# isqrt_seq

===== src/rtl/isqrt_seq.sv =====
// Sequential integer square root: one root bit per clock, radix-4 restoring.
// Returns floor(sqrt(x)) and the remainder x - root^2 after IN_W/2 cycles.
module isqrt_seq #(
  parameter int IN_W  = 22,
  parameter int OUT_W = 12
) (
  input  logic             clk,
  input  logic             rst_n,
  input  logic             start,
  input  logic [IN_W-1:0]  x_in,
  output logic             busy,
  output logic             rdy,
  output logic [OUT_W-1:0] x_out,
  output logic [OUT_W-1:0] rem_out
);

  localparam int ITER  = IN_W / 2;
  localparam int CNT_W = $clog2(ITER + 1);

  localparam logic [1:0] S_IDLE = 2'd0;
  localparam logic [1:0] S_CALC = 2'd1;
  localparam logic [1:0] S_DONE = 2'd2;

  logic [1:0]       state_q, state_d;
  logic [IN_W-1:0]  rad_q, rad_d;
  logic [OUT_W-1:0] root_q, root_d;
  logic [OUT_W+1:0] rem_q, rem_d;
  logic [CNT_W-1:0] cnt_q, cnt_d;
  logic [OUT_W-1:0] xo_q, xo_d;
  logic [OUT_W-1:0] ro_q, ro_d;

  logic [OUT_W+1:0] r_sh, trial, r_new;
  logic [OUT_W-1:0] q_new;
  logic             ge;

  // One iteration: bring down two radicand bits, try subtracting 4q+1.
  always_comb begin
    r_sh  = (rem_q << 2) | (OUT_W+2)'(rad_q[IN_W-1 -: 2]);
    trial = {root_q, 2'b01};
    ge    = (r_sh >= trial);
    r_new = ge ? (r_sh - trial) : r_sh;
    q_new = {root_q[OUT_W-2:0], ge};
  end

  always_comb begin
    state_d = state_q;
    rad_d   = rad_q;
    root_d  = root_q;
    rem_d   = rem_q;
    cnt_d   = cnt_q;
    xo_d    = xo_q;
    ro_d    = ro_q;
    case (state_q)
      S_IDLE, S_DONE: begin
        if (start) begin
          rad_d   = x_in;
          root_d  = '0;
          rem_d   = '0;
          cnt_d   = '0;
          state_d = S_CALC;
        end else begin
          state_d = S_IDLE;
        end
      end
      S_CALC: begin
        rad_d  = {rad_q[IN_W-3:0], 2'b00};
        root_d = q_new;
        rem_d  = r_new;
        cnt_d  = cnt_q + 1'b1;
        if (cnt_q == CNT_W'(ITER - 1)) begin
          xo_d    = q_new;
          ro_d    = r_new[OUT_W-1:0];
          state_d = S_DONE;
        end
      end
      default: state_d = S_IDLE;
    endcase
  end

  always_ff @(posedge clk or negedge rst_n) begin
    if (!rst_n) begin
      state_q <= S_IDLE;
      rad_q   <= '0;
      root_q  <= '0;
      rem_q   <= '0;
      cnt_q   <= '0;
      xo_q    <= '0;
      ro_q    <= '0;
    end else begin
      state_q <= state_d;
      rad_q   <= rad_d;
      root_q  <= root_d;
      rem_q   <= rem_d;
      cnt_q   <= cnt_d;
      xo_q    <= xo_d;
      ro_q    <= ro_d;
    end
  end

  assign busy    = (state_q == S_CALC);
  assign rdy     = (state_q == S_DONE);
  assign x_out   = xo_q;
  assign rem_out = ro_q;

endmodule


===== config.mk =====
export PLATFORM = sky130hd
export DESIGN_NAME = isqrt_seq
export DESIGN_NICKNAME = d
export VERILOG_FILES = /design/src/rtl/isqrt_seq.sv
export SDC_FILE = /design/constraint.sdc
export NUM_CORES = 1
export LEC_CHECK = 0
export CAP_MARGIN = 20
export CORE_MARGIN = 3
export CORE_UTILIZATION = 30
export DETAILED_ROUTE_END_ITERATION = 7
export PLACE_DENSITY = 0.52
export RECOVER_POWER = 50
export SLEW_MARGIN = 20
export SYNTH_ARGS = -nofsm -noshare
export SYNTH_HDL_FRONTEND = slang
export SYNTH_SLANG_ARGS = --single-unit

===== constraint.sdc =====
create_clock -name clk -period 2.7 [get_ports clk]
set_input_delay 0.405 -clock clk [delete_from_list [all_inputs] [get_ports clk]]
set_output_delay 0.405 -clock clk [all_outputs]
set_load 0.05 [all_outputs]

# ex_divider

===== src/rtl/ex_divider.sv =====
// Multi-cycle RV32M divider for the EX stage (DIV/DIVU/REM/REMU), radix-2 restoring.
// Holds div_done/div_result in DONE until the EX stage acknowledges or the pipe flushes.
module ex_divider #(
    parameter int XLEN = 32
) (
    input  logic            clk,
    input  logic            rst_n,
    input  logic            pipe_flush,
    input  logic            div_start,
    input  logic [1:0]      div_op,
    input  logic [XLEN-1:0] div_dividend,
    input  logic [XLEN-1:0] div_divisor,
    input  logic            div_ack,
    output logic            div_done,
    output logic            div_busy,
    output logic [XLEN-1:0] div_result
);

    localparam int CW = $clog2(XLEN);

    typedef enum logic [1:0] {
        S_IDLE,
        S_CALC,
        S_DONE
    } state_t;

    state_t          state_q;
    logic            op_rem_q;
    logic            neg_quo_q;
    logic            neg_rem_q;
    logic [XLEN-1:0] rem_q;
    logic [XLEN-1:0] quo_q;
    logic [XLEN-1:0] dvsr_q;
    logic [XLEN-1:0] result_q;
    logic [CW-1:0]   cnt_q;

    logic            is_signed;
    logic            a_neg;
    logic            b_neg;
    logic            div_zero;
    logic            sgn_ovf;
    logic [XLEN-1:0] a_abs;
    logic [XLEN-1:0] b_abs;
    logic [XLEN-1:0] special_res;
    logic [XLEN:0]   shifted;
    logic [XLEN:0]   trial;
    logic [XLEN-1:0] rem_d;
    logic [XLEN-1:0] quo_d;
    logic [XLEN-1:0] final_res;

    always_comb begin
        is_signed = ~div_op[0];
        a_neg     = is_signed & div_dividend[XLEN-1];
        b_neg     = is_signed & div_divisor[XLEN-1];
        a_abs     = a_neg ? -div_dividend : div_dividend;
        b_abs     = b_neg ? -div_divisor : div_divisor;
        div_zero  = (div_divisor == '0);
        sgn_ovf   = is_signed && (div_dividend == {1'b1, {(XLEN-1){1'b0}}})
                    && (div_divisor == '1);

        // Overflow case: DIV returns the dividend (most negative value), REM returns 0
        if (div_zero)
            special_res = div_op[1] ? div_dividend : '1;
        else
            special_res = div_op[1] ? '0 : div_dividend;

        shifted = {rem_q, quo_q[XLEN-1]};
        trial   = shifted - {1'b0, dvsr_q};
        if (!trial[XLEN]) begin
            rem_d = trial[XLEN-1:0];
            quo_d = {quo_q[XLEN-2:0], 1'b1};
        end else begin
            rem_d = shifted[XLEN-1:0];
            quo_d = {quo_q[XLEN-2:0], 1'b0};
        end

        if (op_rem_q)
            final_res = neg_rem_q ? -rem_d : rem_d;
        else
            final_res = neg_quo_q ? -quo_d : quo_d;
    end

    always_ff @(posedge clk) begin
        if (!rst_n) begin
            state_q   <= S_IDLE;
            op_rem_q  <= 1'b0;
            neg_quo_q <= 1'b0;
            neg_rem_q <= 1'b0;
            rem_q     <= '0;
            quo_q     <= '0;
            dvsr_q    <= '0;
            result_q  <= '0;
            cnt_q     <= '0;
        end else if (pipe_flush) begin
            state_q <= S_IDLE;
        end else begin
            case (state_q)
                S_IDLE: begin
                    if (div_start) begin
                        if (div_zero || sgn_ovf) begin
                            result_q <= special_res;
                            state_q  <= S_DONE;
                        end else begin
                            op_rem_q  <= div_op[1];
                            neg_quo_q <= a_neg ^ b_neg;
                            neg_rem_q <= a_neg;
                            quo_q     <= a_abs;
                            dvsr_q    <= b_abs;
                            rem_q     <= '0;
                            cnt_q     <= '0;
                            state_q   <= S_CALC;
                        end
                    end
                end
                S_CALC: begin
                    rem_q <= rem_d;
                    quo_q <= quo_d;
                    cnt_q <= cnt_q + 1'b1;
                    if (cnt_q == CW'(XLEN-1)) begin
                        result_q <= final_res;
                        state_q  <= S_DONE;
                    end
                end
                S_DONE: begin
                    if (div_ack)
                        state_q <= S_IDLE;
                end
                default: state_q <= S_IDLE;
            endcase
        end
    end

    assign div_busy   = (state_q == S_CALC);
    assign div_done   = (state_q == S_DONE);
    assign div_result = result_q;

endmodule


===== config.mk =====
export PLATFORM = sky130hd
export DESIGN_NAME = ex_divider
export DESIGN_NICKNAME = d
export VERILOG_FILES = /design/src/rtl/ex_divider.sv
export SDC_FILE = /design/constraint.sdc
export NUM_CORES = 1
export LEC_CHECK = 0
export ABC_CLOCK_PERIOD_IN_PS = 6510
export CORE_MARGIN = 1.5
export CORE_UTILIZATION = 45
export DETAILED_ROUTE_END_ITERATION = 12
export PLACE_DENSITY_LB_ADDON = 0.2
export SLEW_MARGIN = 20
export SYNTH_ARGS = -nofsm -noshare
export SYNTH_HDL_FRONTEND = slang
export SYNTH_SLANG_ARGS = --single-unit

===== constraint.sdc =====
create_clock -name clk -period 6.51 [get_ports clk]
set_input_delay 0.651 -clock clk [delete_from_list [all_inputs] [get_ports clk]]
set_output_delay 0.651 -clock clk [all_outputs]
set_load 0.05 [all_outputs]

Figure 1. Met3 routing (ex_divider).
(2 px per micron)
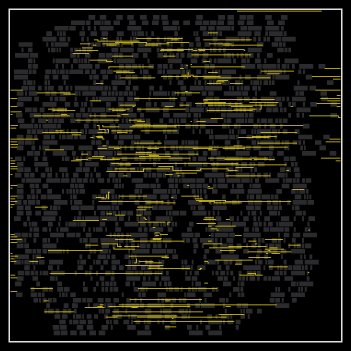
longest straight run = 89.2 microns
wire length on this layer = 3180 microns
main direction = horizontal
nets with wire on the layer = 208

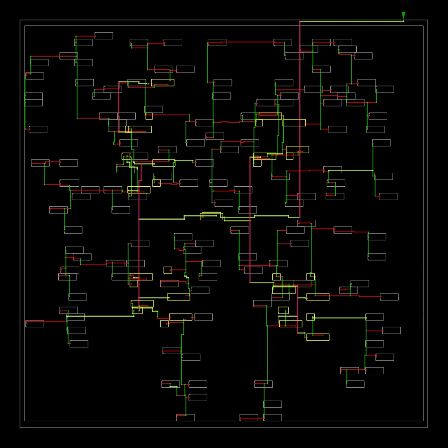
Figure 2: ex_divider, clock nets.
TritonCTS sink count: 138
FFs & Latches: 138

==> flow_metrics.py, ex_divider <==
# Metrics from the implementation run
metrics = {
    "floorplanning": {
        "pre_placement_core_utilization_pct": 45.7,
        "std_cell_rows": 59,
    },
    "clock_network": {
        "cts-root-to-sink-buffers": 2,
    },
    "cells_and_area": {
        "area_share_clock_buf_inv_pct": 4.06,
        "most_common_cell_after_layout_fill_and_taps_aside": "sky130_fd_sc_hd__nor2_1",
        "logic_gates": 1318,
        "area.combinational_sq_um": 8460,
    },
    "worst_setup_path": {
        "cp-start-kind": "flop",
        "timing.critical_path.fanout_max": 7,
        "critical_path.endpoint_type": "flop",
        "launch_instance_of_the_worst_register_to_register_path": "quo_q[31]",
        "critPathBufInv": 4,
    },
    "yosys": {
        "synth.top_cells.by_count": "235 x sky130_fd_sc_hd__nor2_1, 139 x sky130_fd_sc_hd__a21oi_1, 138 x sky130_fd_sc_hd__dfxtp_1",
        "synth_seq_share_pct": 23.2,
        "synth-simple-area-share_pct": 24.0,
    },
    "status": {
        "status": "complete, no violations",
    },
    "grt": {
        "grt_remaining_overflow": 0,
    },
    "sta": {
        "timing.clock.skew_ns": 0.0133,
    },
    "routing": {
        "drt_wl_total_microns": 41100,
        "routed_wire_length_per_instance_microns": 20.5,
        "firstDrtPassIters": 6,
    },
}
-- ex_divider: flip-flops by register name (all words and copies together), names as in the netlist --
signal,count
div_result,32
dvsr_q,32
quo_q,32
rem_q,32
cnt_q,5
state_q,2
neg_quo_q,1
neg_rem_q,1
op_rem_q,1
-- ex_divider: path summary, 6_finish.rpt --
| path | end | slack, ns | cells past startpoint |
|---|---|---|---|
| worst min-delay path | div_result[20] | 0.45 | 2 |
| worst max-delay path | div_result[30] | 0.84 | 22 |
| worst min register to register | div_result[20] | 0.45 | 2 |
| worst max register to register | div_result[30] | 0.84 | 22 |
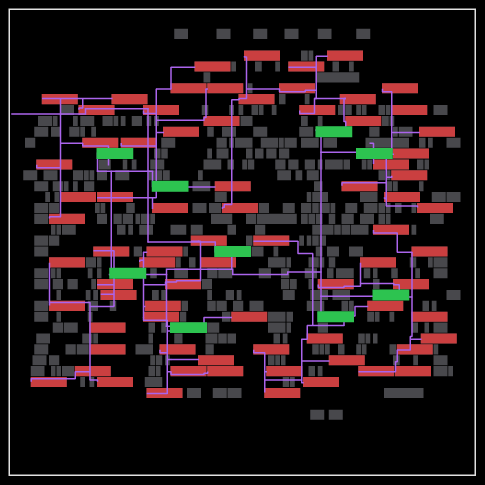
Figure 3: isqrt_seq, routed clock nets over the placement.
(4 px per micron)
flip-flops -> red  # count 76
clock wires -> purple  # length 1060 microns
clock-net drivers -> green  # count 9
routed clock nets = 10

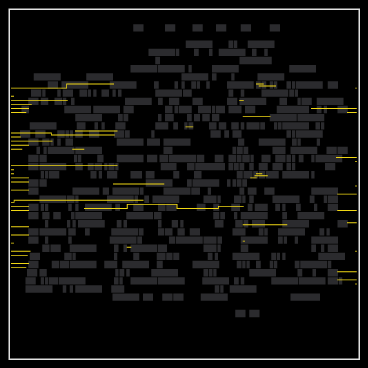
Figure 4: isqrt_seq, met3 routing.
(3 px per micron)
wire length on this layer = 465 microns
longest straight run = 43.0 microns
main direction = horizontal

==> flow_metrics.py, isqrt_seq <==
# Metrics from the implementation run
metrics = {
    "worst_setup_path": {
        "critPathBufInv": 2,
        "timing.critical_path.fanout_max": 6,
        "critical_path.endpoint_type": "flop",
        "r2r-end": "rem_q[8]",
    },
    "sta": {
        "timing_max_transition_violations_final": 28,
        "timing.final.hold_violations": 0,
    },
    "floorplanning": {
        "die_width_microns": 116,
    },
    "status": {
        "status": "finished, violations left",
        "failed_checks": "capacitance limit, slew limit",
    },
    "cells_and_area": {
        "syn2layout_area_growth_pct": 27.6,
        "num-nonclk-buffers": 60,
        "ff_count": 76,
    },
    "yosys": {
        "synth_xor_xnor_area_share_pct": 2.65,
        "fa_ha_area_share_pct": 5.50,
    },
    "run": {
        "maxCapViolations": 1,
        "warning_count": 28,
    },
    "grt": {
        "grt_first_pass_wirelength_microns": 14200,
        "antenna_found_initial": 0,
    },
    "routing": {
        "remaining_drc_errors": 0,
        "post_drt_via_cell_ratio": 4.94,
    },
    "clock_network": {
        "cts.htree.levels": 3,
    },
    "place": {
        "place.gp.congestion": 0.781,
    },
    "hold_path": {
        "type_of_the_worst_min_delay_path": "flop to flop",
    },
}
## isqrt_seq: through the flow
step / cells / worst slack, ns / instance area (sq um) / hold WS [ns]
finish: 575 / 0.316 / 4640 / 0.475
global route: 575 / 0.132 / 4640 / 0.504
CTS: 574 / 0.339 / 4630 / 0.275
detailed placement: 558 / 0.317 / 4310 / 0.465
global placement: 558 / 0.370 / 4310 / 0.461
floorplan: 373 / 0.321 / 3640 / 0.109

==> notes/layouts.md <==
Pictures saved along the way, in no particular order.

Placed cells, one color a class.
Plate I
(1.5 px per micron)
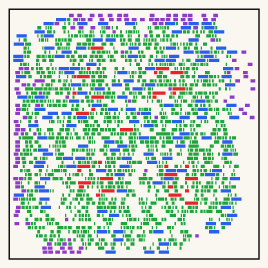
Plate II
(2 px per micron)
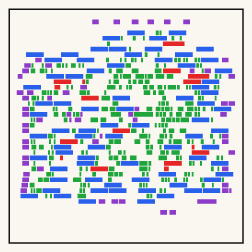
isqrt_seq: Plate II
ex_divider: Plate I
Of these, highest utilization: Plate I


# fetch_buffer

===== src/rtl/fetch_pkg.sv =====
// Shared definitions for the instruction-fetch stage.
//   XLEN          : address / instruction width
//   PC_INCR       : byte step between sequential fetch addresses
//   fetch_entry_t : layout of one instruction-buffer word, {pc, instr}
//   clog2_min1    : ceil(log2(value)), never less than 1, for counter widths
package fetch_pkg;

  localparam int XLEN    = 32;
  localparam int PC_INCR = 4;

  typedef struct packed {
    logic [XLEN-1:0] pc;
    logic [XLEN-1:0] instr;
  } fetch_entry_t;

  function automatic int clog2_min1(input int value);
    int result;
    int v;
    result = 0;
    v      = value - 1;
    while (v > 0) begin
      result = result + 1;
      v      = v >>> 1;
    end
    return (result < 1) ? 1 : result;
  endfunction

endpackage


===== src/rtl/sync_fifo.sv =====
// Single-clock FIFO with occupancy count and synchronous flush.
//   clk, rst_n    : clock, asynchronous active-low reset (clears storage)
//   push, wdata   : write request and data; accepted when not full, or when
//                   full but a pop happens in the same cycle
//   pop, rdata    : read request and head data (rdata is the head entry)
//   flush         : empties the FIFO; wins over push and pop
//   full, empty   : status flags
//   count         : number of stored entries
module sync_fifo
  import fetch_pkg::*;
#(
  parameter int WIDTH = 32,
  parameter int DEPTH = 2
) (
  input  logic                             clk,
  input  logic                             rst_n,
  input  logic                             push,
  input  logic [WIDTH-1:0]                 wdata,
  input  logic                             pop,
  input  logic                             flush,
  output logic [WIDTH-1:0]                 rdata,
  output logic                             full,
  output logic                             empty,
  output logic [clog2_min1(DEPTH+1)-1:0]   count
);

  localparam int PW = clog2_min1(DEPTH);
  localparam int CW = clog2_min1(DEPTH + 1);

  logic [WIDTH-1:0] mem_q [DEPTH];
  logic [WIDTH-1:0] mem_d [DEPTH];
  logic [PW-1:0]    wr_ptr_q, wr_ptr_d;
  logic [PW-1:0]    rd_ptr_q, rd_ptr_d;
  logic [CW-1:0]    count_q, count_d;
  logic             do_push, do_pop;

  // Pointers wrap explicitly so DEPTH need not be a power of two.
  function automatic logic [PW-1:0] ptr_inc(input logic [PW-1:0] p);
    return (p == PW'(DEPTH - 1)) ? '0 : p + 1'b1;
  endfunction

  assign full    = (count_q == CW'(DEPTH));
  assign empty   = (count_q == '0);
  assign count   = count_q;
  assign rdata   = mem_q[rd_ptr_q];
  assign do_pop  = pop & ~empty;
  assign do_push = push & (~full | do_pop);

  always_comb begin
    mem_d    = mem_q;
    wr_ptr_d = wr_ptr_q;
    rd_ptr_d = rd_ptr_q;
    count_d  = count_q;
    if (flush) begin
      wr_ptr_d = '0;
      rd_ptr_d = '0;
      count_d  = '0;
    end else begin
      if (do_push) begin
        mem_d[wr_ptr_q] = wdata;
        wr_ptr_d        = ptr_inc(wr_ptr_q);
      end
      if (do_pop) begin
        rd_ptr_d = ptr_inc(rd_ptr_q);
      end
      count_d = count_q + CW'(do_push) - CW'(do_pop);
    end
  end

  always_ff @(posedge clk or negedge rst_n) begin
    if (!rst_n) begin
      mem_q    <= '{default: '0};
      wr_ptr_q <= '0;
      rd_ptr_q <= '0;
      count_q  <= '0;
    end else begin
      mem_q    <= mem_d;
      wr_ptr_q <= wr_ptr_d;
      rd_ptr_q <= rd_ptr_d;
      count_q  <= count_d;
    end
  end

endmodule


===== src/rtl/fetch_buffer.sv =====
// Instruction-fetch stage sitting around the program-counter register: it
// reads the registered PC, issues in-order fetches to a variable-latency
// instruction memory, buffers the returned words with their PC, hands them
// to decode, and computes the PC for the next cycle.
//   CLK, Reset_n                      : clock, asynchronous active-low reset
//   PC / PC_Next                      : current PC in, next PC out
//   Imem_Req/Addr/Gnt                 : request handshake (Addr == PC)
//   Imem_Rvalid/Rdata                 : in-order responses
//   Redirect/Redirect_Target          : flush and restart at target (word aligned)
//   Instr_Valid/Instr/Instr_PC/Ready  : decode handshake
module fetch_buffer
  import fetch_pkg::*;
#(
  parameter int XLEN    = fetch_pkg::XLEN,
  parameter int DEPTH   = 2,
  parameter int MAX_OUT = 2
) (
  input  logic            CLK,
  input  logic            Reset_n,
  input  logic [XLEN-1:0] PC,
  output logic [XLEN-1:0] PC_Next,
  output logic            Imem_Req,
  output logic [XLEN-1:0] Imem_Addr,
  input  logic            Imem_Gnt,
  input  logic            Imem_Rvalid,
  input  logic [XLEN-1:0] Imem_Rdata,
  input  logic            Redirect,
  input  logic [XLEN-1:0] Redirect_Target,
  output logic            Instr_Valid,
  output logic [XLEN-1:0] Instr,
  output logic [XLEN-1:0] Instr_PC,
  input  logic            Instr_Ready
);

  localparam int OW = clog2_min1(MAX_OUT + 1);
  localparam int CW = clog2_min1(DEPTH + 1);
  localparam int SW = clog2_min1(DEPTH + MAX_OUT + 1);

  // The tag FIFO holds exactly one PC per outstanding request, so its count
  // is the outstanding count and its full flag is "outstanding == MAX_OUT".
  logic [OW-1:0]       tag_count;
  logic                tag_full, tag_empty;
  logic [XLEN-1:0]     tag_pc;
  logic [OW-1:0]       discard_q, discard_d;
  logic                accept, rsp_valid;
  logic                buf_push, buf_pop, buf_full, buf_empty;
  logic [CW-1:0]       buf_count;
  logic [2*XLEN-1:0]   buf_wdata, buf_rdata;
  logic [SW-1:0]       credit_used;

  assign Imem_Addr = PC;
  assign accept    = Imem_Req & Imem_Gnt;
  // Responses with nothing outstanding are ignored.
  assign rsp_valid = Imem_Rvalid & ~tag_empty;
  assign buf_pop   = ~buf_empty & Instr_Ready;
  assign buf_push  = rsp_valid & (discard_q == '0) & ~Redirect;
  assign buf_wdata = {tag_pc, Imem_Rdata};

  // Credit counts the entry being popped this cycle as already free; without
  // that, DEPTH=2 could only sustain one instruction every other cycle.
  assign credit_used = SW'(tag_count) + SW'(buf_count) - SW'(buf_pop);

  always_comb begin
    Imem_Req = Reset_n & ~Redirect & ~tag_full & (credit_used < SW'(DEPTH));
  end

  always_comb begin
    PC_Next = PC;
    if (Reset_n) begin
      if (Redirect) begin
        PC_Next = Redirect_Target & ~XLEN'(3);
      end else if (accept) begin
        PC_Next = PC + XLEN'(PC_INCR);
      end
    end
  end

  // On redirect every request still in flight, except one returning this
  // cycle, belongs to the old path; their tags are popped as they drain.
  always_comb begin
    discard_d = discard_q;
    if (Redirect) begin
      discard_d = tag_count - OW'(rsp_valid);
    end else if (rsp_valid && (discard_q != '0)) begin
      discard_d = discard_q - 1'b1;
    end
  end

  always_ff @(posedge CLK or negedge Reset_n) begin
    if (!Reset_n) begin
      discard_q <= '0;
    end else begin
      discard_q <= discard_d;
    end
  end

  always_comb begin
    Instr_Valid = ~buf_empty;
    Instr       = '0;
    Instr_PC    = '0;
    if (!buf_empty) begin
      Instr_PC = buf_rdata[2*XLEN-1:XLEN];
      Instr    = buf_rdata[XLEN-1:0];
    end
  end

  sync_fifo #(
    .WIDTH (XLEN),
    .DEPTH (MAX_OUT)
  ) u_tag_fifo (
    .clk   (CLK),
    .rst_n (Reset_n),
    .push  (accept),
    .wdata (PC),
    .pop   (rsp_valid),
    .flush (1'b0),
    .rdata (tag_pc),
    .full  (tag_full),
    .empty (tag_empty),
    .count (tag_count)
  );

  sync_fifo #(
    .WIDTH (2*XLEN),
    .DEPTH (DEPTH)
  ) u_instr_buf (
    .clk   (CLK),
    .rst_n (Reset_n),
    .push  (buf_push),
    .wdata (buf_wdata),
    .pop   (buf_pop),
    .flush (Redirect),
    .rdata (buf_rdata),
    .full  (buf_full),
    .empty (buf_empty),
    .count (buf_count)
  );

`ifndef SYNTHESIS
  rvalid_without_request : assert property (
    @(posedge CLK) disable iff (!Reset_n) !(Imem_Rvalid && tag_empty));

  instr_buffer_overflow : assert property (
    @(posedge CLK) disable iff (!Reset_n) !(buf_push && buf_full && !buf_pop));
`endif

endmodule


===== config.mk =====
export PLATFORM = sky130hd
export DESIGN_NAME = fetch_buffer
export DESIGN_NICKNAME = d
export VERILOG_FILES = /design/src/rtl/fetch_pkg.sv /design/src/rtl/sync_fifo.sv /design/src/rtl/fetch_buffer.sv
export SDC_FILE = /design/constraint.sdc
export NUM_CORES = 1
export LEC_CHECK = 0
export CAP_MARGIN = 20
export CORE_MARGIN = 10
export CORE_UTILIZATION = 45
export DETAILED_ROUTE_END_ITERATION = 6
export PLACE_DENSITY_LB_ADDON = 0.25
export SLEW_MARGIN = 15
export SYNTH_ARGS = -nofsm -noshare
export SYNTH_HDL_FRONTEND = slang
export SYNTH_SLANG_ARGS = --single-unit

===== constraint.sdc =====
create_clock -name CLK -period 6.7 [get_ports CLK]
set_input_delay 2.01 -clock CLK [delete_from_list [all_inputs] [get_ports CLK]]
set_output_delay 2.01 -clock CLK [all_outputs]
set_load 0.02 [all_outputs]

# dma_kopiuj_strony

**src/rtl/dma_pkg.sv**
```systemverilog
// Shared types and constants for the block-copy DMA engine.
// Provides the FSM state encoding, the page-register offset, the last valid
// data offset within a page and the {page, offset} physical-address struct.
package dma_pkg;

    localparam logic [7:0] ADR_STRONY = 8'd255; // page register lives at this offset
    localparam logic [7:0] OFFSET_MAX = 8'd254; // last offset usable for data

    typedef enum logic [3:0] {
        IDLE,
        REQ,
        SAVE,
        SET_SRC,
        READ,
        SET_DST,
        WRITE,
        RESTORE,
        DONE
    } state_t;

    typedef struct packed {
        logic [3:0] page;
        logic [7:0] offset;
    } phys_adr_t;

endpackage

```
**src/rtl/dma_adr_inc.sv**
```systemverilog
// Physical-address incrementer for the paged memory.
// Ports:
//   adr_i - current {page, offset}
//   adr_o - next data address; offset 254 wraps to offset 0 of the next page
//           (page wraps mod 16), so offset 255 (page register) is never produced.
module dma_adr_inc
    import dma_pkg::*;
(
    input  phys_adr_t adr_i,
    output phys_adr_t adr_o
);

    always_comb begin
        adr_o = adr_i;
        if (adr_i.offset == OFFSET_MAX) begin
            adr_o.offset = 8'd0;
            adr_o.page   = adr_i.page + 4'd1;
        end else begin
            adr_o.offset = adr_i.offset + 8'd1;
        end
    end

endmodule

```
**src/rtl/dma_kopiuj_strony.sv**
```systemverilog
// Block-copy DMA engine for the paged data memory.
// Copies len bytes from src_adr to dst_adr (12-bit {page, offset} addresses),
// reaching the physical space by rewriting the page register at offset 255
// before every byte read and every byte write (4 cycles per byte).
// Ports:
//   clk, rst             - clock, synchronous active-high reset
//   start, src_adr,
//   dst_adr, len         - launch request and its parameters (sampled in IDLE)
//   busy, done, err      - status; done/err are one-cycle pulses
//   bus_req, bus_gnt     - memory bus request/grant; grant low stalls the FSM
//   mem_wr, mem_adres,
//   mem_dane, mem_out    - memory port (mem_out is combinational read data)
// Build option: define DMA_PRZYWROC_STRONE_EN to save the page register before
// the copy and restore it afterwards (SAVE/RESTORE states). Without it the page
// register is left at the last destination page.
module dma_kopiuj_strony
    import dma_pkg::*;
#(
    parameter int ADDR_WIDTH_MEM    = 8,
    parameter int DATA_WIDTH_MEM    = 8,
    parameter int DATA_WIDTH_STRONY = 4,
    parameter int LEN_WIDTH         = 12
) (
    input  logic                                        clk,
    input  logic                                        rst,
    input  logic                                        start,
    input  logic [DATA_WIDTH_STRONY+ADDR_WIDTH_MEM-1:0] src_adr,
    input  logic [DATA_WIDTH_STRONY+ADDR_WIDTH_MEM-1:0] dst_adr,
    input  logic [LEN_WIDTH-1:0]                        len,
    output logic                                        busy,
    output logic                                        done,
    output logic                                        err,
    output logic                                        bus_req,
    input  logic                                        bus_gnt,
    output logic                                        mem_wr,
    output logic [ADDR_WIDTH_MEM-1:0]                   mem_adres,
    output logic [DATA_WIDTH_MEM-1:0]                   mem_dane,
    input  logic [DATA_WIDTH_MEM-1:0]                   mem_out
);

    localparam int PAD_W = DATA_WIDTH_MEM - DATA_WIDTH_STRONY;

    state_t                    state_q, state_d;
    phys_adr_t                 src_q, src_d, src_nxt;
    phys_adr_t                 dst_q, dst_d, dst_nxt;
    logic [LEN_WIDTH-1:0]      cnt_q, cnt_d;
    logic [DATA_WIDTH_MEM-1:0] buf_q, buf_d;
    logic                      err_q, err_d;
`ifdef DMA_PRZYWROC_STRONE_EN
    logic [DATA_WIDTH_STRONY-1:0] orig_page_q, orig_page_d;
`endif

    dma_adr_inc u_inc_src (.adr_i(src_q), .adr_o(src_nxt));
    dma_adr_inc u_inc_dst (.adr_i(dst_q), .adr_o(dst_nxt));

    always_comb begin
        state_d   = state_q;
        src_d     = src_q;
        dst_d     = dst_q;
        cnt_d     = cnt_q;
        buf_d     = buf_q;
        err_d     = err_q;
`ifdef DMA_PRZYWROC_STRONE_EN
        orig_page_d = orig_page_q;
`endif
        busy      = (state_q != IDLE);
        done      = 1'b0;
        err       = 1'b0;
        bus_req   = 1'b0;
        mem_wr    = 1'b0;
        mem_adres = '0;
        mem_dane  = '0;

        // Every memory-side state keeps bus_req high and only advances (or
        // writes) while the grant is present, so a grant drop is a pure stall.
        case (state_q)
            IDLE: begin
                if (start) begin
                    src_d = phys_adr_t'(src_adr);
                    dst_d = phys_adr_t'(dst_adr);
                    cnt_d = len;
                    if (src_adr[ADDR_WIDTH_MEM-1:0] == ADR_STRONY ||
                        dst_adr[ADDR_WIDTH_MEM-1:0] == ADR_STRONY) begin
                        err_d   = 1'b1;
                        state_d = DONE;
                    end else if (len == '0) begin
                        err_d   = 1'b0;
                        state_d = DONE;
                    end else begin
                        err_d   = 1'b0;
                        state_d = REQ;
                    end
                end
            end
            REQ: begin
                bus_req = 1'b1;
                if (bus_gnt) begin
`ifdef DMA_PRZYWROC_STRONE_EN
                    state_d = SAVE;
`else
                    state_d = SET_SRC;
`endif
                end
            end
`ifdef DMA_PRZYWROC_STRONE_EN
            SAVE: begin
                bus_req   = 1'b1;
                mem_adres = ADR_STRONY;
                if (bus_gnt) begin
                    orig_page_d = mem_out[DATA_WIDTH_STRONY-1:0];
                    state_d     = SET_SRC;
                end
            end
`endif
            SET_SRC: begin
                bus_req   = 1'b1;
                mem_wr    = bus_gnt;
                mem_adres = ADR_STRONY;
                mem_dane  = {{PAD_W{1'b0}}, src_q.page};
                if (bus_gnt) state_d = READ;
            end
            READ: begin
                bus_req   = 1'b1;
                mem_adres = src_q.offset;
                if (bus_gnt) begin
                    buf_d   = mem_out;
                    state_d = SET_DST;
                end
            end
            SET_DST: begin
                bus_req   = 1'b1;
                mem_wr    = bus_gnt;
                mem_adres = ADR_STRONY;
                mem_dane  = {{PAD_W{1'b0}}, dst_q.page};
                if (bus_gnt) state_d = WRITE;
            end
            WRITE: begin
                bus_req   = 1'b1;
                mem_wr    = bus_gnt;
                mem_adres = dst_q.offset;
                mem_dane  = buf_q;
                if (bus_gnt) begin
                    src_d = src_nxt;
                    dst_d = dst_nxt;
                    cnt_d = cnt_q - 1'b1;
                    if (cnt_q == LEN_WIDTH'(1)) begin
`ifdef DMA_PRZYWROC_STRONE_EN
                        state_d = RESTORE;
`else
                        state_d = DONE;
`endif
                    end else begin
                        state_d = SET_SRC;
                    end
                end
            end
`ifdef DMA_PRZYWROC_STRONE_EN
            RESTORE: begin
                bus_req   = 1'b1;
                mem_wr    = bus_gnt;
                mem_adres = ADR_STRONY;
                mem_dane  = {{PAD_W{1'b0}}, orig_page_q};
                if (bus_gnt) state_d = DONE;
            end
`endif
            DONE: begin
                done    = 1'b1;
                err     = err_q;
                state_d = IDLE;
            end
            default: state_d = IDLE;
        endcase
    end

    always_ff @(posedge clk) begin
        if (rst) begin
            state_q <= IDLE;
            src_q   <= '0;
            dst_q   <= '0;
            cnt_q   <= '0;
            buf_q   <= '0;
            err_q   <= 1'b0;
`ifdef DMA_PRZYWROC_STRONE_EN
            orig_page_q <= '0;
`endif
        end else begin
            state_q <= state_d;
            src_q   <= src_d;
            dst_q   <= dst_d;
            cnt_q   <= cnt_d;
            buf_q   <= buf_d;
            err_q   <= err_d;
`ifdef DMA_PRZYWROC_STRONE_EN
            orig_page_q <= orig_page_d;
`endif
        end
    end

endmodule

```
**config.mk**
```make
export PLATFORM = sky130hd
export DESIGN_NAME = dma_kopiuj_strony
export DESIGN_NICKNAME = d
export VERILOG_FILES = /design/src/rtl/dma_pkg.sv /design/src/rtl/dma_adr_inc.sv /design/src/rtl/dma_kopiuj_strony.sv
export SDC_FILE = /design/constraint.sdc
export NUM_CORES = 1
export LEC_CHECK = 0
export CORE_UTILIZATION = 56
export CTS_CLUSTER_DIAMETER = 100
export DETAILED_ROUTE_END_ITERATION = 16
export PLACE_DENSITY = 0.86
export SYNTH_ARGS = -nofsm -noshare
export SYNTH_HDL_FRONTEND = slang
export SYNTH_HIERARCHICAL = 1
export SYNTH_SLANG_ARGS = --single-unit
```
**constraint.sdc**
```tcl
create_clock -name clk -period 4.3 [get_ports clk]
set_clock_uncertainty 0.05 [all_clocks]
set_input_delay 0.86 -clock clk [delete_from_list [all_inputs] [get_ports clk]]
set_output_delay 0.86 -clock clk [all_outputs]
set_load 0.005 [all_outputs]
```
# tdc_channel_arbiter_flat

===== config.mk =====
export PLATFORM = sky130hd
export DESIGN_NAME = tdc_channel_arbiter_flat
export DESIGN_NICKNAME = d
export VERILOG_FILES = /design/src/rtl/tdc_channel_arbiter_if.sv /design/src/rtl/tdc_channel_arbiter.sv /design/src/flat_wrapper.sv
export SDC_FILE = /design/constraint.sdc
export NUM_CORES = 1
export LEC_CHECK = 0
export CAP_MARGIN = 20
export CORE_MARGIN = 10
export CORE_UTILIZATION = 36
export DETAILED_ROUTE_END_ITERATION = 12
export PLACE_DENSITY = 0.86
export SETUP_SLACK_MARGIN = 0.05
export SLEW_MARGIN = 20
export SYNTH_ARGS = -nofsm -noshare
export SYNTH_HDL_FRONTEND = slang
export SYNTH_SLANG_ARGS = --single-unit

===== constraint.sdc =====
create_clock -name sys_clk -period 2.58 [get_ports sys_clk]
set_input_delay 0.516 -clock sys_clk [delete_from_list [all_inputs] [get_ports sys_clk]]
set_output_delay 0.516 -clock sys_clk [all_outputs]
set_load 0.02 [all_outputs]

===== src/rtl/tdc_channel_arbiter_if.sv =====
// Valid/ready word stream, LANES lanes wide. The arbiter takes a CHANNEL-lane
// slave on the producer side and drives a one-lane master toward the encoder.
interface tdc_channel_arbiter_if #(
    parameter int DATA_WIDTH = 32,
    parameter int LANES      = 1
);
    logic [LANES-1:0]                 valid;
    logic [LANES-1:0]                 ready;
    logic [LANES-1:0][DATA_WIDTH-1:0] data;

    modport master (output valid, output data, input ready);
    modport slave  (input valid, input data, output ready);
endinterface


===== src/rtl/tdc_channel_arbiter.sv =====
// Round-robin burst scheduler: grants one enabled TDC channel at a time, emits a
// tagged header word and then up to BURST_LEN of that channel's words.
module tdc_channel_arbiter_lane #(
    parameter logic [2:0] ID = 3'd0
) (
    input  logic       valid,
    input  logic       on,
    input  logic       data_phase,
    input  logic       slot_free,
    input  logic [2:0] grant_ch,
    output logic       req,
    output logic       ready
);
    assign req   = valid & on;
    assign ready = data_phase && slot_free && (grant_ch == ID);
endmodule

module tdc_channel_arbiter #(
    parameter int         DATA_WIDTH = 32,
    parameter int         CHANNEL    = 8,
    parameter int         BURST_LEN  = 16,
    parameter logic [7:0] HDR_MAGIC  = 8'hC3
) (
    input  logic                sys_clk,
    input  logic                sys_rst,
    input  logic                capture,
    input  logic [CHANNEL-1:0]  channel_on,
    tdc_channel_arbiter_if.slave  in_if,
    tdc_channel_arbiter_if.master out_if,
    output logic                busy,
    output logic [2:0]          grant_ch,
    output logic [15:0]         frame_seq
);
    typedef enum logic [1:0] {IDLE, HDR, DATA} state_t;

    state_t                state, state_nx;
    logic                  out_valid_q;
    logic [DATA_WIDTH-1:0] out_data_q;
    logic [DATA_WIDTH-1:0] hdr;
    logic [2:0]            rr_ptr;
    logic [15:0]           burst_cnt;
    logic [15:0]           seq_q;
    logic [CHANNEL-1:0]    req;
    logic [CHANNEL-1:0]    lane_ready;
    logic                  slot_free, data_phase;
    logic                  g_valid, hs, load_hdr, last_word, grant_now;
    logic [2:0]            pick_ch, cand;
    logic                  pick_hit;

    assign slot_free = !out_valid_q || out_if.ready[0];
    assign g_valid   = in_if.valid[grant_ch];
    assign hs        = data_phase && g_valid && slot_free;
    assign load_hdr  = (state == HDR) && slot_free;
    assign last_word = (burst_cnt == 16'(BURST_LEN - 1));
    assign grant_now = (state == IDLE) && capture && (|req);

    for (genvar i = 0; i < CHANNEL; i++) begin : g_lane
        tdc_channel_arbiter_lane #(.ID(3'(i))) u_lane (
            .valid      (in_if.valid[i]),
            .on         (channel_on[i]),
            .data_phase (data_phase),
            .slot_free  (slot_free),
            .grant_ch   (grant_ch),
            .req        (req[i]),
            .ready      (lane_ready[i])
        );
    end
    assign in_if.ready = lane_ready;

    // Search starts one past the last served channel, so it ends up last in line.
    always_comb begin
        pick_hit = 1'b0;
        pick_ch  = '0;
        cand     = '0;
        for (int k = 1; k <= CHANNEL; k++) begin
            cand = rr_ptr + 3'(k);
            if (!pick_hit && req[cand]) begin
                pick_hit = 1'b1;
                pick_ch  = cand;
            end
        end
    end

    always_comb begin
        hdr                       = '0;
        hdr[DATA_WIDTH-1 -: 8]    = HDR_MAGIC;
        hdr[18:16]                = grant_ch;
        hdr[15:0]                 = seq_q;
    end

    always_ff @(posedge sys_clk or posedge sys_rst) begin
        if (sys_rst) state <= IDLE;
        else         state <= state_nx;
    end

    always_comb begin
        state_nx = state;
        case (state)
            IDLE: if (grant_now) state_nx = HDR;
            HDR:  if (slot_free) state_nx = DATA;
            // A missing word ends the burst even while the output is stalled.
            DATA: if (!g_valid || (hs && last_word)) state_nx = IDLE;
            default: state_nx = IDLE;
        endcase
    end

    always_comb begin
        busy       = (state != IDLE);
        data_phase = (state == DATA);
    end

    always_ff @(posedge sys_clk or posedge sys_rst) begin
        if (sys_rst) begin
            out_valid_q <= 1'b0;
            out_data_q  <= '0;
            grant_ch    <= '0;
            rr_ptr      <= 3'd7;
            burst_cnt   <= '0;
            seq_q       <= '0;
        end else begin
            if (load_hdr) begin
                out_valid_q <= 1'b1;
                out_data_q  <= hdr;
                burst_cnt   <= '0;
                seq_q       <= seq_q + 16'd1;
            end else if (hs) begin
                out_valid_q <= 1'b1;
                out_data_q  <= in_if.data[grant_ch];
                burst_cnt   <= burst_cnt + 16'd1;
            end else if (out_if.ready[0]) begin
                out_valid_q <= 1'b0;
            end
            if (grant_now) grant_ch <= pick_ch;
            if (data_phase && (state_nx == IDLE)) rr_ptr <= grant_ch;
        end
    end

    assign out_if.valid = out_valid_q;
    assign out_if.data  = out_data_q;
    assign frame_seq    = seq_q;
endmodule


===== src/flat_wrapper.sv =====
// flat-port wrapper written by rule: the top's interface ports become plain ports
module tdc_channel_arbiter_flat 
#(
    parameter int         DATA_WIDTH = 32,
    parameter int         CHANNEL    = 8,
    parameter int         BURST_LEN  = 16,
    parameter logic [7:0] HDR_MAGIC  = 8'hC3
)
  (sys_clk, sys_rst, capture, channel_on, busy, grant_ch, frame_seq, in_if_valid, in_if_data, in_if_ready, out_if_valid, out_if_data, out_if_ready);
  tdc_channel_arbiter_if #(.DATA_WIDTH(DATA_WIDTH), .LANES(8)) in_if_i ();
  tdc_channel_arbiter_if #(.DATA_WIDTH(DATA_WIDTH), .LANES(1)) out_if_i ();
  input  logic sys_clk;
  input  logic sys_rst;
  input  logic capture;
  input  logic [CHANNEL-1:0] channel_on;
  output logic busy;
  output logic [2:0] grant_ch;
  output logic [15:0] frame_seq;
  input wire logic [$bits(in_if_i.valid)-1:0] in_if_valid;
  input wire logic [$bits(in_if_i.data)-1:0] in_if_data;
  output wire logic [$bits(in_if_i.ready)-1:0] in_if_ready;
  output wire logic [$bits(out_if_i.valid)-1:0] out_if_valid;
  output wire logic [$bits(out_if_i.data)-1:0] out_if_data;
  input wire logic [$bits(out_if_i.ready)-1:0] out_if_ready;
  assign in_if_i.valid = in_if_valid;
  assign in_if_i.data = in_if_data;
  assign in_if_ready = in_if_i.ready;
  assign out_if_valid = out_if_i.valid;
  assign out_if_data = out_if_i.data;
  assign out_if_i.ready = out_if_ready;
  tdc_channel_arbiter #(.DATA_WIDTH(DATA_WIDTH), .CHANNEL(CHANNEL), .BURST_LEN(BURST_LEN), .HDR_MAGIC(HDR_MAGIC)) u_core (.sys_clk(sys_clk), .sys_rst(sys_rst), .capture(capture), .channel_on(channel_on), .in_if(in_if_i), .out_if(out_if_i), .busy(busy), .grant_ch(grant_ch), .frame_seq(frame_seq));
endmodule

# reg_trace_buffer

<file path="config.mk">
export PLATFORM = sky130hd
export DESIGN_NAME = reg_trace_buffer
export DESIGN_NICKNAME = d
export VERILOG_FILES = /design/src/rtl/reg_trace_buffer.sv
export SDC_FILE = /design/constraint.sdc
export NUM_CORES = 1
export LEC_CHECK = 0
export CAP_MARGIN = 10
export CORE_AREA = 3 3 233 235
export DETAILED_ROUTE_END_ITERATION = 12
export DIE_AREA = 0 0 236 238
export MAX_ROUTING_LAYER = met4
export PLACE_DENSITY_LB_ADDON = 0.2
export SLEW_MARGIN = 10
export SYNTH_ARGS = -nofsm -noshare
export SYNTH_HDL_FRONTEND = slang
export SYNTH_SLANG_ARGS = --single-unit
</file>
<file path="constraint.sdc">
create_clock -name clk -period 9.75 [get_ports clk]
set_clock_uncertainty 0.2 [all_clocks]
set_input_delay 0.975 -clock clk [delete_from_list [all_inputs] [get_ports clk]]
set_output_delay 0.975 -clock clk [all_outputs]
set_load 0.02 [all_outputs]
</file>
<file path="src/rtl/reg_trace_buffer.sv">
// Register-write trace buffer: snoops the register-file write port and streams
// timestamped entries through a FWFT FIFO. Optional per-register mask: TRACE_FILTER_EN.
module reg_trace_buffer #(
  parameter int DATA_W = 16,
  parameter int ADDR_W = 3,
  parameter int DEPTH  = 16,
  parameter int TS_W   = 16,
  parameter int DROP_W = 8
) (
  input  logic                     clk,
  input  logic                     nRESET,
  input  logic                     trace_en,
  input  logic                     mode_wrap,
  input  logic                     clear,
  input  logic                     wr_en,
  input  logic [ADDR_W-1:0]        wr_addr,
  input  logic [DATA_W-1:0]        wr_data,
`ifdef TRACE_FILTER_EN
  input  logic [2**ADDR_W-1:0]     reg_mask,
`endif
  output logic                     out_valid,
  input  logic                     out_ready,
  output logic [TS_W-1:0]          out_ts,
  output logic [ADDR_W-1:0]        out_addr,
  output logic [DATA_W-1:0]        out_data,
  output logic [$clog2(DEPTH):0]   count,
  output logic                     overflow,
  output logic [DROP_W-1:0]        drop_cnt
);
  localparam int PW = $clog2(DEPTH);
  localparam int CW = PW + 1;

  typedef struct packed {
    logic [TS_W-1:0]   ts;
    logic [ADDR_W-1:0] addr;
    logic [DATA_W-1:0] data;
  } entry_t;

  entry_t          mem [DEPTH];
  entry_t          head;
  logic [PW-1:0]   rd_ptr, wr_ptr;
  logic [TS_W-1:0] ts;
  logic            push, pop, full, wr_mem, lost, rd_adv, cnt_inc, cnt_dec;

`ifdef TRACE_FILTER_EN
  assign push = trace_en && wr_en && reg_mask[wr_addr];
`else
  assign push = trace_en && wr_en;
`endif

  assign out_valid = (count != '0);
  assign pop       = out_valid && out_ready;
  assign full      = (count == CW'(DEPTH));

  // A full FIFO still accepts a push when the head leaves on the same edge;
  // in wrap mode the new entry lands on the head slot and the head moves on.
  always_comb begin
    wr_mem  = 1'b0;
    lost    = 1'b0;
    rd_adv  = 1'b0;
    cnt_inc = 1'b0;
    cnt_dec = 1'b0;
    if (!clear) begin
      wr_mem  = push && (!full || pop || mode_wrap);
      lost    = push && full && !pop;
      rd_adv  = pop || (lost && mode_wrap);
      cnt_inc = push && !pop && !full;
      cnt_dec = pop && !push;
    end
  end

  always_ff @(posedge clk) begin
    if (wr_mem) mem[wr_ptr] <= '{ts: ts, addr: wr_addr, data: wr_data};
  end

  always_ff @(posedge clk or negedge nRESET) begin
    if (!nRESET) begin
      rd_ptr   <= '0;
      wr_ptr   <= '0;
      count    <= '0;
      ts       <= '0;
      overflow <= 1'b0;
      drop_cnt <= '0;
    end else if (clear) begin
      rd_ptr   <= '0;
      wr_ptr   <= '0;
      count    <= '0;
      ts       <= '0;
      overflow <= 1'b0;
      drop_cnt <= '0;
    end else begin
      if (trace_en) ts <= ts + 1'b1;
      if (wr_mem)   wr_ptr <= wr_ptr + 1'b1;
      if (rd_adv)   rd_ptr <= rd_ptr + 1'b1;
      if (cnt_inc)       count <= count + 1'b1;
      else if (cnt_dec)  count <= count - 1'b1;
      if (lost) begin
        overflow <= 1'b1;
        if (drop_cnt != '1) drop_cnt <= drop_cnt + 1'b1;
      end
    end
  end

  assign head     = mem[rd_ptr];
  assign out_ts   = head.ts;
  assign out_addr = head.addr;
  assign out_data = head.data;
endmodule

</file>
Figure 5. Clock nets (reg_trace_buffer).
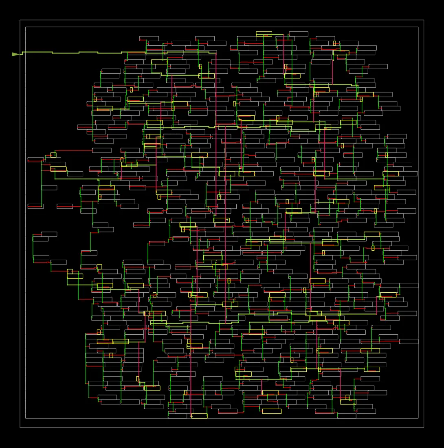
insertion delay of the later-clocked pin in the worst-skew pair: 0.60 ns
FFs & Latches: 598
clock group power: 0.00212 W

==> flow_metrics.py, reg_trace_buffer <==
# Metrics from the implementation run
metrics = {
    "status": {
        "status": "complete, no violations",
    },
    "yosys": {
        "synth-simple-area-share_pct": 3.10,
        "yosysWarnings": 0,
        "synth.logic.top_family": "multiplexers",
        "syn_area_per_cell_sq_um": 18.6,
    },
    "worst_setup_path": {
        "critical_path.endpoint_type": "primary output",
        "category_of_cells_accounting_for_the_largest_share_of_critical_path_delay": "buffers and inverters",
        "worstPathCellList": "clkinv_1, buf_4, a221oi_1, o21ai_0, nand2_1, clkdlybuf4s50_1",
        "ff2ff_path_depth": 8,
    },
    "pwr": {
        "powerDensity_nw_per_um2": 216,
        "vdd_ir_drop_max_v": 0.000159,
    },
    "cells_and_area": {
        "signal_buffer_area_fraction_pct": 3.45,
    },
    "floorplanning": {
        "n_tap_cell": 688,
    },
    "grt": {
        "pin_count_of_the_biggest_net_entering_global_routing": 125,
        "grt_remaining_overflow": 0,
    },
    "place": {
        "placedInstanceArea_sq_um": 25200,
    },
    "run": {
        "maxCapViolations": 0,
    },
}
reg_trace_buffer: power by group through the flow:
stage | registers [W] | clock network, W | logic (W)
2_1_floorplan | 0.00289 | 0 | 0.000600
3_3_place_gp | 0.00294 | 0 | 0.000827
3_5_place_dp | 0.00294 | 0 | 0.000830
4_1_cts | 0.00288 | 0.00217 | 0.000833
5_1_grt | 0.00289 | 0.00228 | 0.000880
6_report | 0.00288 | 0.00212 | 0.000821
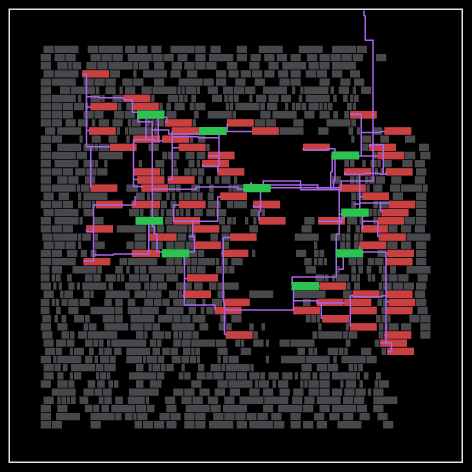
Figure 6: tdc_channel_arbiter_flat, routed clock nets over the placement.
(3 px per micron)
clock wires -> purple  # length 1040 microns
clock-net drivers -> green  # count 9
flip-flops -> red  # count 73
routed clock nets = 10

==> flow_metrics.py, tdc_channel_arbiter_flat <==
# Metrics from the implementation run
metrics = {
    "status": {
        "status": "finished, violations left",
        "failed_checks": "setup timing",
    },
    "place": {
        "port_buffers": 336,
    },
    "yosys": {
        "synth.top_cells.by_count": "120 x sky130_fd_sc_hd__nand2_1, 74 x sky130_fd_sc_hd__mux4_2, 70 x sky130_fd_sc_hd__dfrtp_1",
        "syn_area_per_cell_sq_um": 9.86,
        "yosysWarnings": 0,
        "ys.flops": 73,
        "netlist-cell-type-count": 61,
    },
    "floorplanning": {
        "core_area_sq_um": 16600,
        "n_tap_cell": 220,
    },
    "worst_setup_path": {
        "timing.critical_path.fanout_max": 4,
    },
    "hold_path": {
        "worst_hold_path.endpoint": "u_core.frame_seq[15]",
    },
    "routing": {
        "post_drt_via_cell_ratio": 5.46,
        "drt_wl_total_microns": 27000,
    },
    "sta": {
        "final_critical_path_setup_slack_ns": -0.0474,
        "worst-slew-pin-transition_ns": 0.567,
        "setup-violations-final": 2,
    },
    "pwr": {
        "powerDensity_nw_per_um2": 963,
        "netSwitchingPower_w": 0.00430,
    },
}
tdc_channel_arbiter_flat: metrics by stage:
stage	cell area, sq um	setup slack (ns)
finish	10600	-0.0474
global route	10600	-0.105
CTS	10500	0.0134
detailed placement	10000	-0.308
global placement	10000	-0.264
floorplan	6150	0.0760
tdc_channel_arbiter_flat: metal layers:
metal	vias up	part of all wire [%]	wire length [microns]	global-route usage, %
met5	-	0	0	0
met4	0	2.4	639	6.37
met3	42	8.9	2400	6.84
met2	350	52	14000	39.7
met1	3172	37	9950	27.1
li1	3049	-	-	-
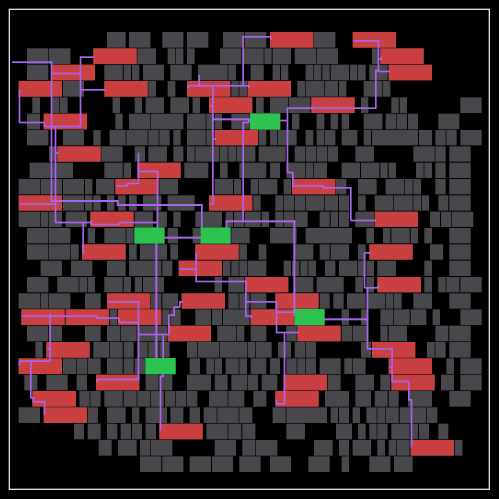
Figure 7: dma_kopiuj_strony, routed clock nets over the placement.
(6 px per micron)
clock wires -> purple  # length 593 microns
clock-net drivers -> green  # count 5
flip-flops -> red  # count 49
flops lie = all over the die

==> flow_metrics.py, dma_kopiuj_strony <==
# Metrics from the implementation run
metrics = {
    "sta": {
        "timing_max_transition_violations_final": 0,
        "final_critical_path_setup_slack_ns": 0.770,
    },
    "pwr": {
        "clock_power_share_pct": 26.0,
        "pg_clk_w": 0.000302,
        "pg_seq_w": 0.000566,
        "netSwitchingFraction_pct": 32.2,
    },
    "routing": {
        "postRouteAntennaNets": 0,
        "detail_route.iter0.violations": 257,
    },
    "worst_setup_path": {
        "setup.worst_path.end": "mem_dane[2]",
    },
    "hold_path": {
        "worst_hold_path.endpoint": "cnt_q[11]",
    },
    "yosys": {
        "netlist-cell-type-count": 60,
    },
    "cells_and_area": {
        "final_area_sq_um": 4160,
        "finish.cell_count_without_fillers": 579,
    },
    "clock_network": {
        "cts-root-buf": "sky130_fd_sc_hd__clkbuf_8",
    },
    "status": {
        "status": "complete, no violations",
    },
    "floorplanning": {
        "die_height_microns": 79.8,
    },
}
dma_kopiuj_strony: state kept, by name (all words and copies together) (netlist names):
name / flops
err_q: 1
buf_q: 8
cnt_q: 12
dst_q: 12
state_q: 4
src_q: 12
dma_kopiuj_strony: area by class of cell:
class | instances | area [sq um]
inverter | 18 | 67.6
sequential | 49 | 981
multi-input combinational | 357 | 2190
timing repair buffer | 75 | 733
clock inverter | 1 | 5.00
tap | 72 | 90.1
fill | 454 | 1520
clock buffer | 7 | 96.3
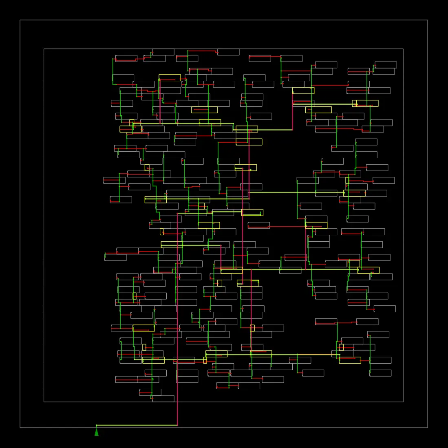
Figure 8: fetch_buffer, clock nets.
CTS buffer count: 21
FFs & Latches: 202

==> flow_metrics.py, fetch_buffer <==
# Metrics from the implementation run
metrics = {
    "pwr": {
        "intPower_w": 0.00352,
        "power.largest_group": "combinational cells",
        "clock_power_share_pct": 21.8,
    },
    "cells_and_area": {
        "seqCellArea_sq_um": 5060,
        "dominant-cell-class": "flip-flops and latches",
        "diodes": 0,
        "design.final.nets": 1305,
    },
    "place": {
        "dp.cells": 1451,
    },
    "hold_path": {
        "type_of_the_worst_min_delay_path": "flop to flop",
    },
    "yosys": {
        "syn-num-nets": 1070,
        "yosys-top-cells-area": "sky130_fd_sc_hd__dfrtp_1 48%, sky130_fd_sc_hd__mux2_2 12%, sky130_fd_sc_hd__mux2i_1 9.9%",
        "async_reset_ff_share_pct": 100,
    },
    "sta": {
        "worst-slew-pin-transition_ns": 1.06,
        "setup-violations-final": 0,
    },
    "grt": {
        "antenna_found_initial": 1,
    },
    "status": {
        "status": "complete, no violations",
    },
    "clock_network": {
        "cts-root-buf": "sky130_fd_sc_hd__clkbuf_16",
    },
    "worst_setup_path": {
        "worst_setup_path_startpoint": "Instr_Ready",
    },
}
-- fetch_buffer: metal layers --
metal / GRT usage [%] / routed length [microns] / part of all wire [%] / vias up
met4: 3.74 / 376 / 1.4 / 2
met3: 5.31 / 2080 / 7.5 / 29
met5: 0 / 13 / 0.047 / -
li1: - / - / - / 3797
met1: 24.4 / 13300 / 48 / 3821
met2: 26.8 / 11900 / 43 / 254

==> gallery <==
Met3 routing.
image #1
(2 px per micron)
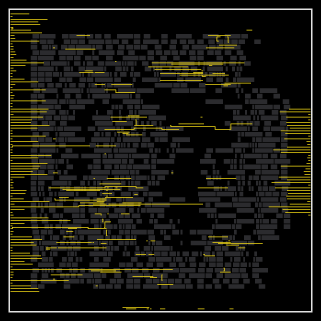
image #2
(4 px per micron)
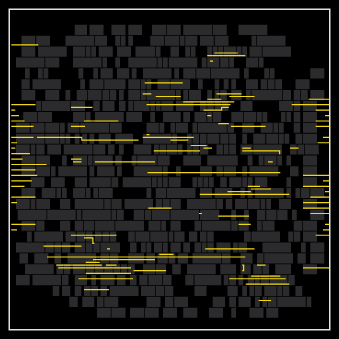
image #3
(2 px per micron)
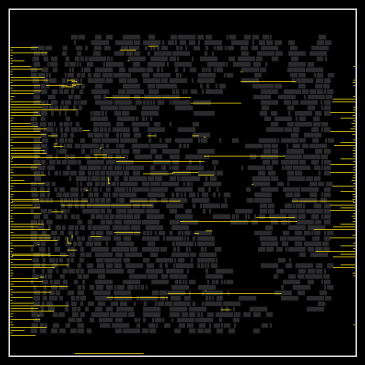
image #4
(1.5 px per micron)
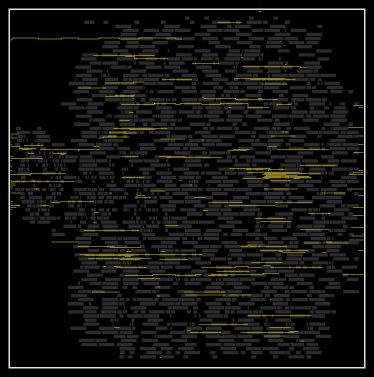
- smallest die: image #2
For dma_kopiuj_strony, see image #2.
For reg_trace_buffer, see image #4.
For fetch_buffer, see image #3.
For tdc_channel_arbiter_flat, see image #1.

Key to image #2:
nets with wire on the layer = 85
share of all routed wire = 7.1%



==> layout pictures side by side <==
Nets reached from selected ports.
picture 1
(6 px per micron)
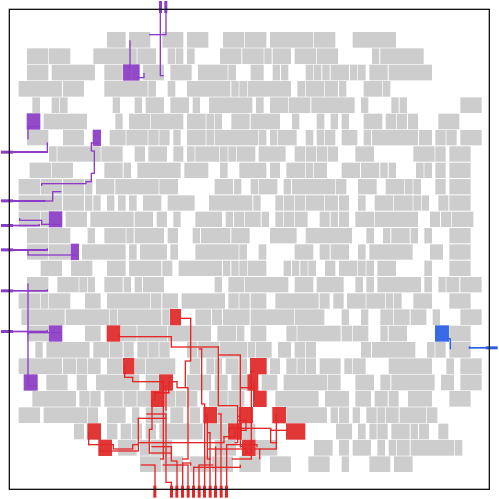
picture 2
(4 px per micron)
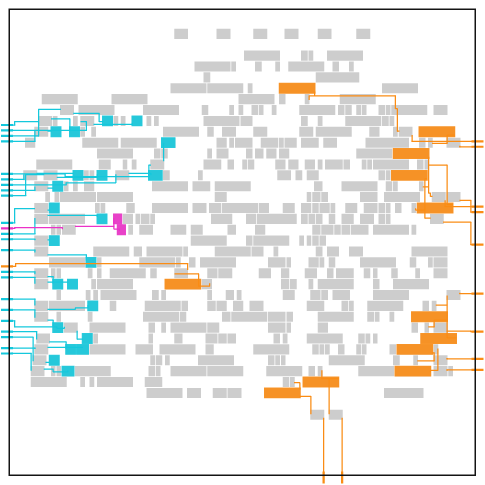
picture 3
(3 px per micron)
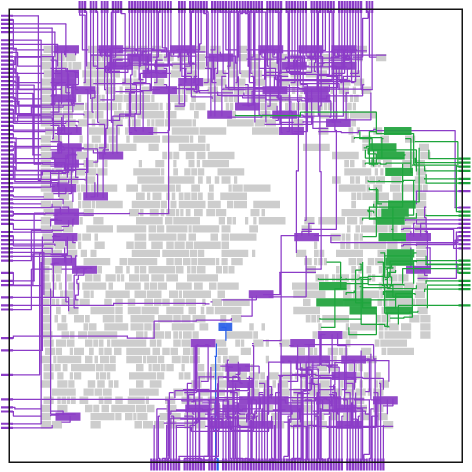
picture 4
(3 px per micron)
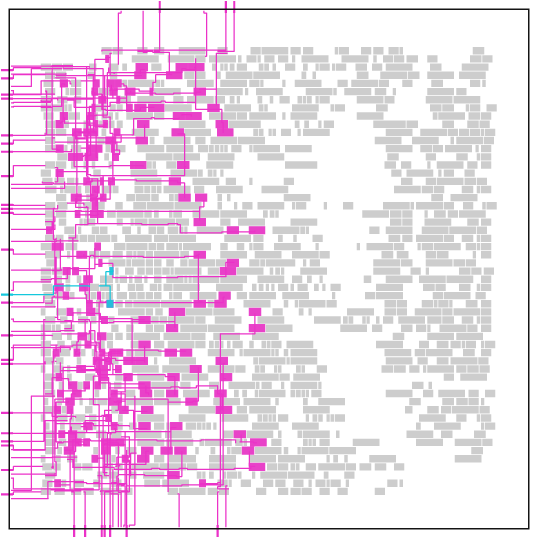
picture 5
(2 px per micron)
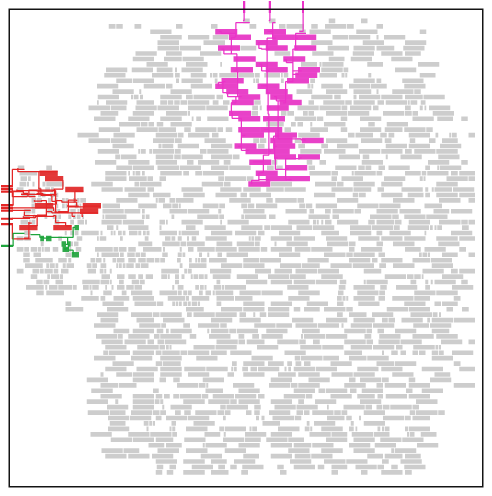
picture 6
(3 px per micron)
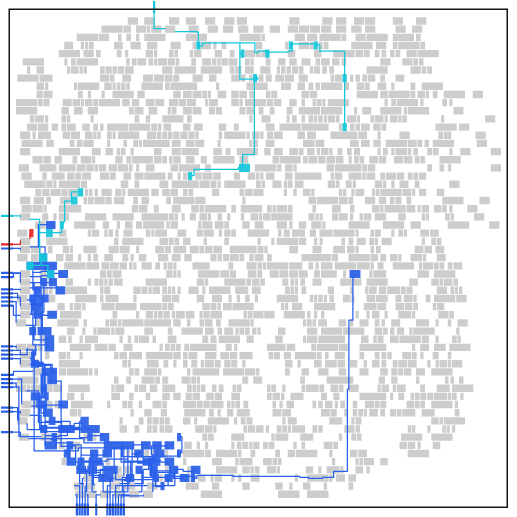
- picture 2 = isqrt_seq
- picture 6 = ex_divider
- picture 1 = dma_kopiuj_strony
- picture 3 = tdc_channel_arbiter_flat
- picture 4 = fetch_buffer
- picture 5 = reg_trace_buffer

Key to picture 6:
`div_ack` -> red  # bits 1, direction input, edge west, end cells 1, buffers 1, wire 6.10 microns
`div_op` -> cyan  # bits 2, direction input, edge 1 west, 1 north, end cells 17, buffers 2, wire 240 microns
`div_divisor` -> blue  # bits 32, direction input, edge 19 west, 13 south, end cells 82, buffers 32, wire 1410 microns


==> layout pictures side by side <==
Routed clock nets over the placement.
panel A
(3 px per micron)
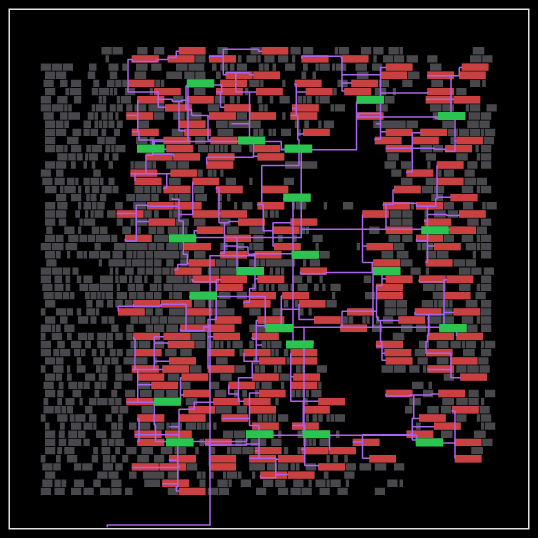
panel B
(2 px per micron)
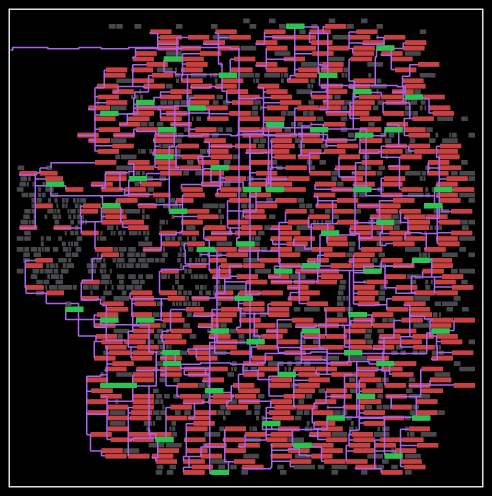
panel C
(3 px per micron)
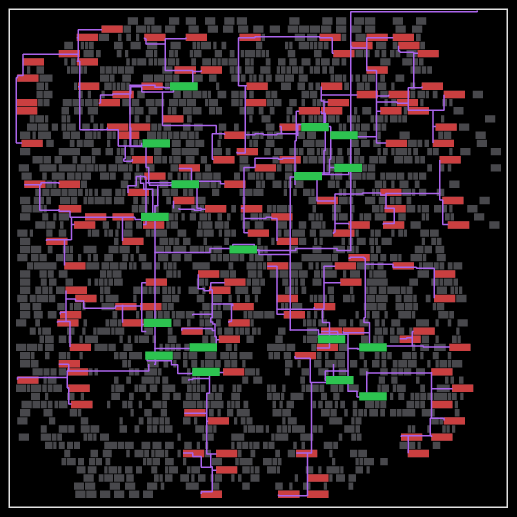
- panel A = fetch_buffer
- panel C = ex_divider
- panel B = reg_trace_buffer
The one with the most sequential cells is panel B.
The one with the fewest sequential cells is panel C.

Key to panel A:
clock-net drivers -> green  # count 21
flip-flops -> red  # count 202
clock wires -> purple  # length 2420 microns
routed clock nets = 22

Power figures rest on the tool's default switching activity, not on a simulated workload.
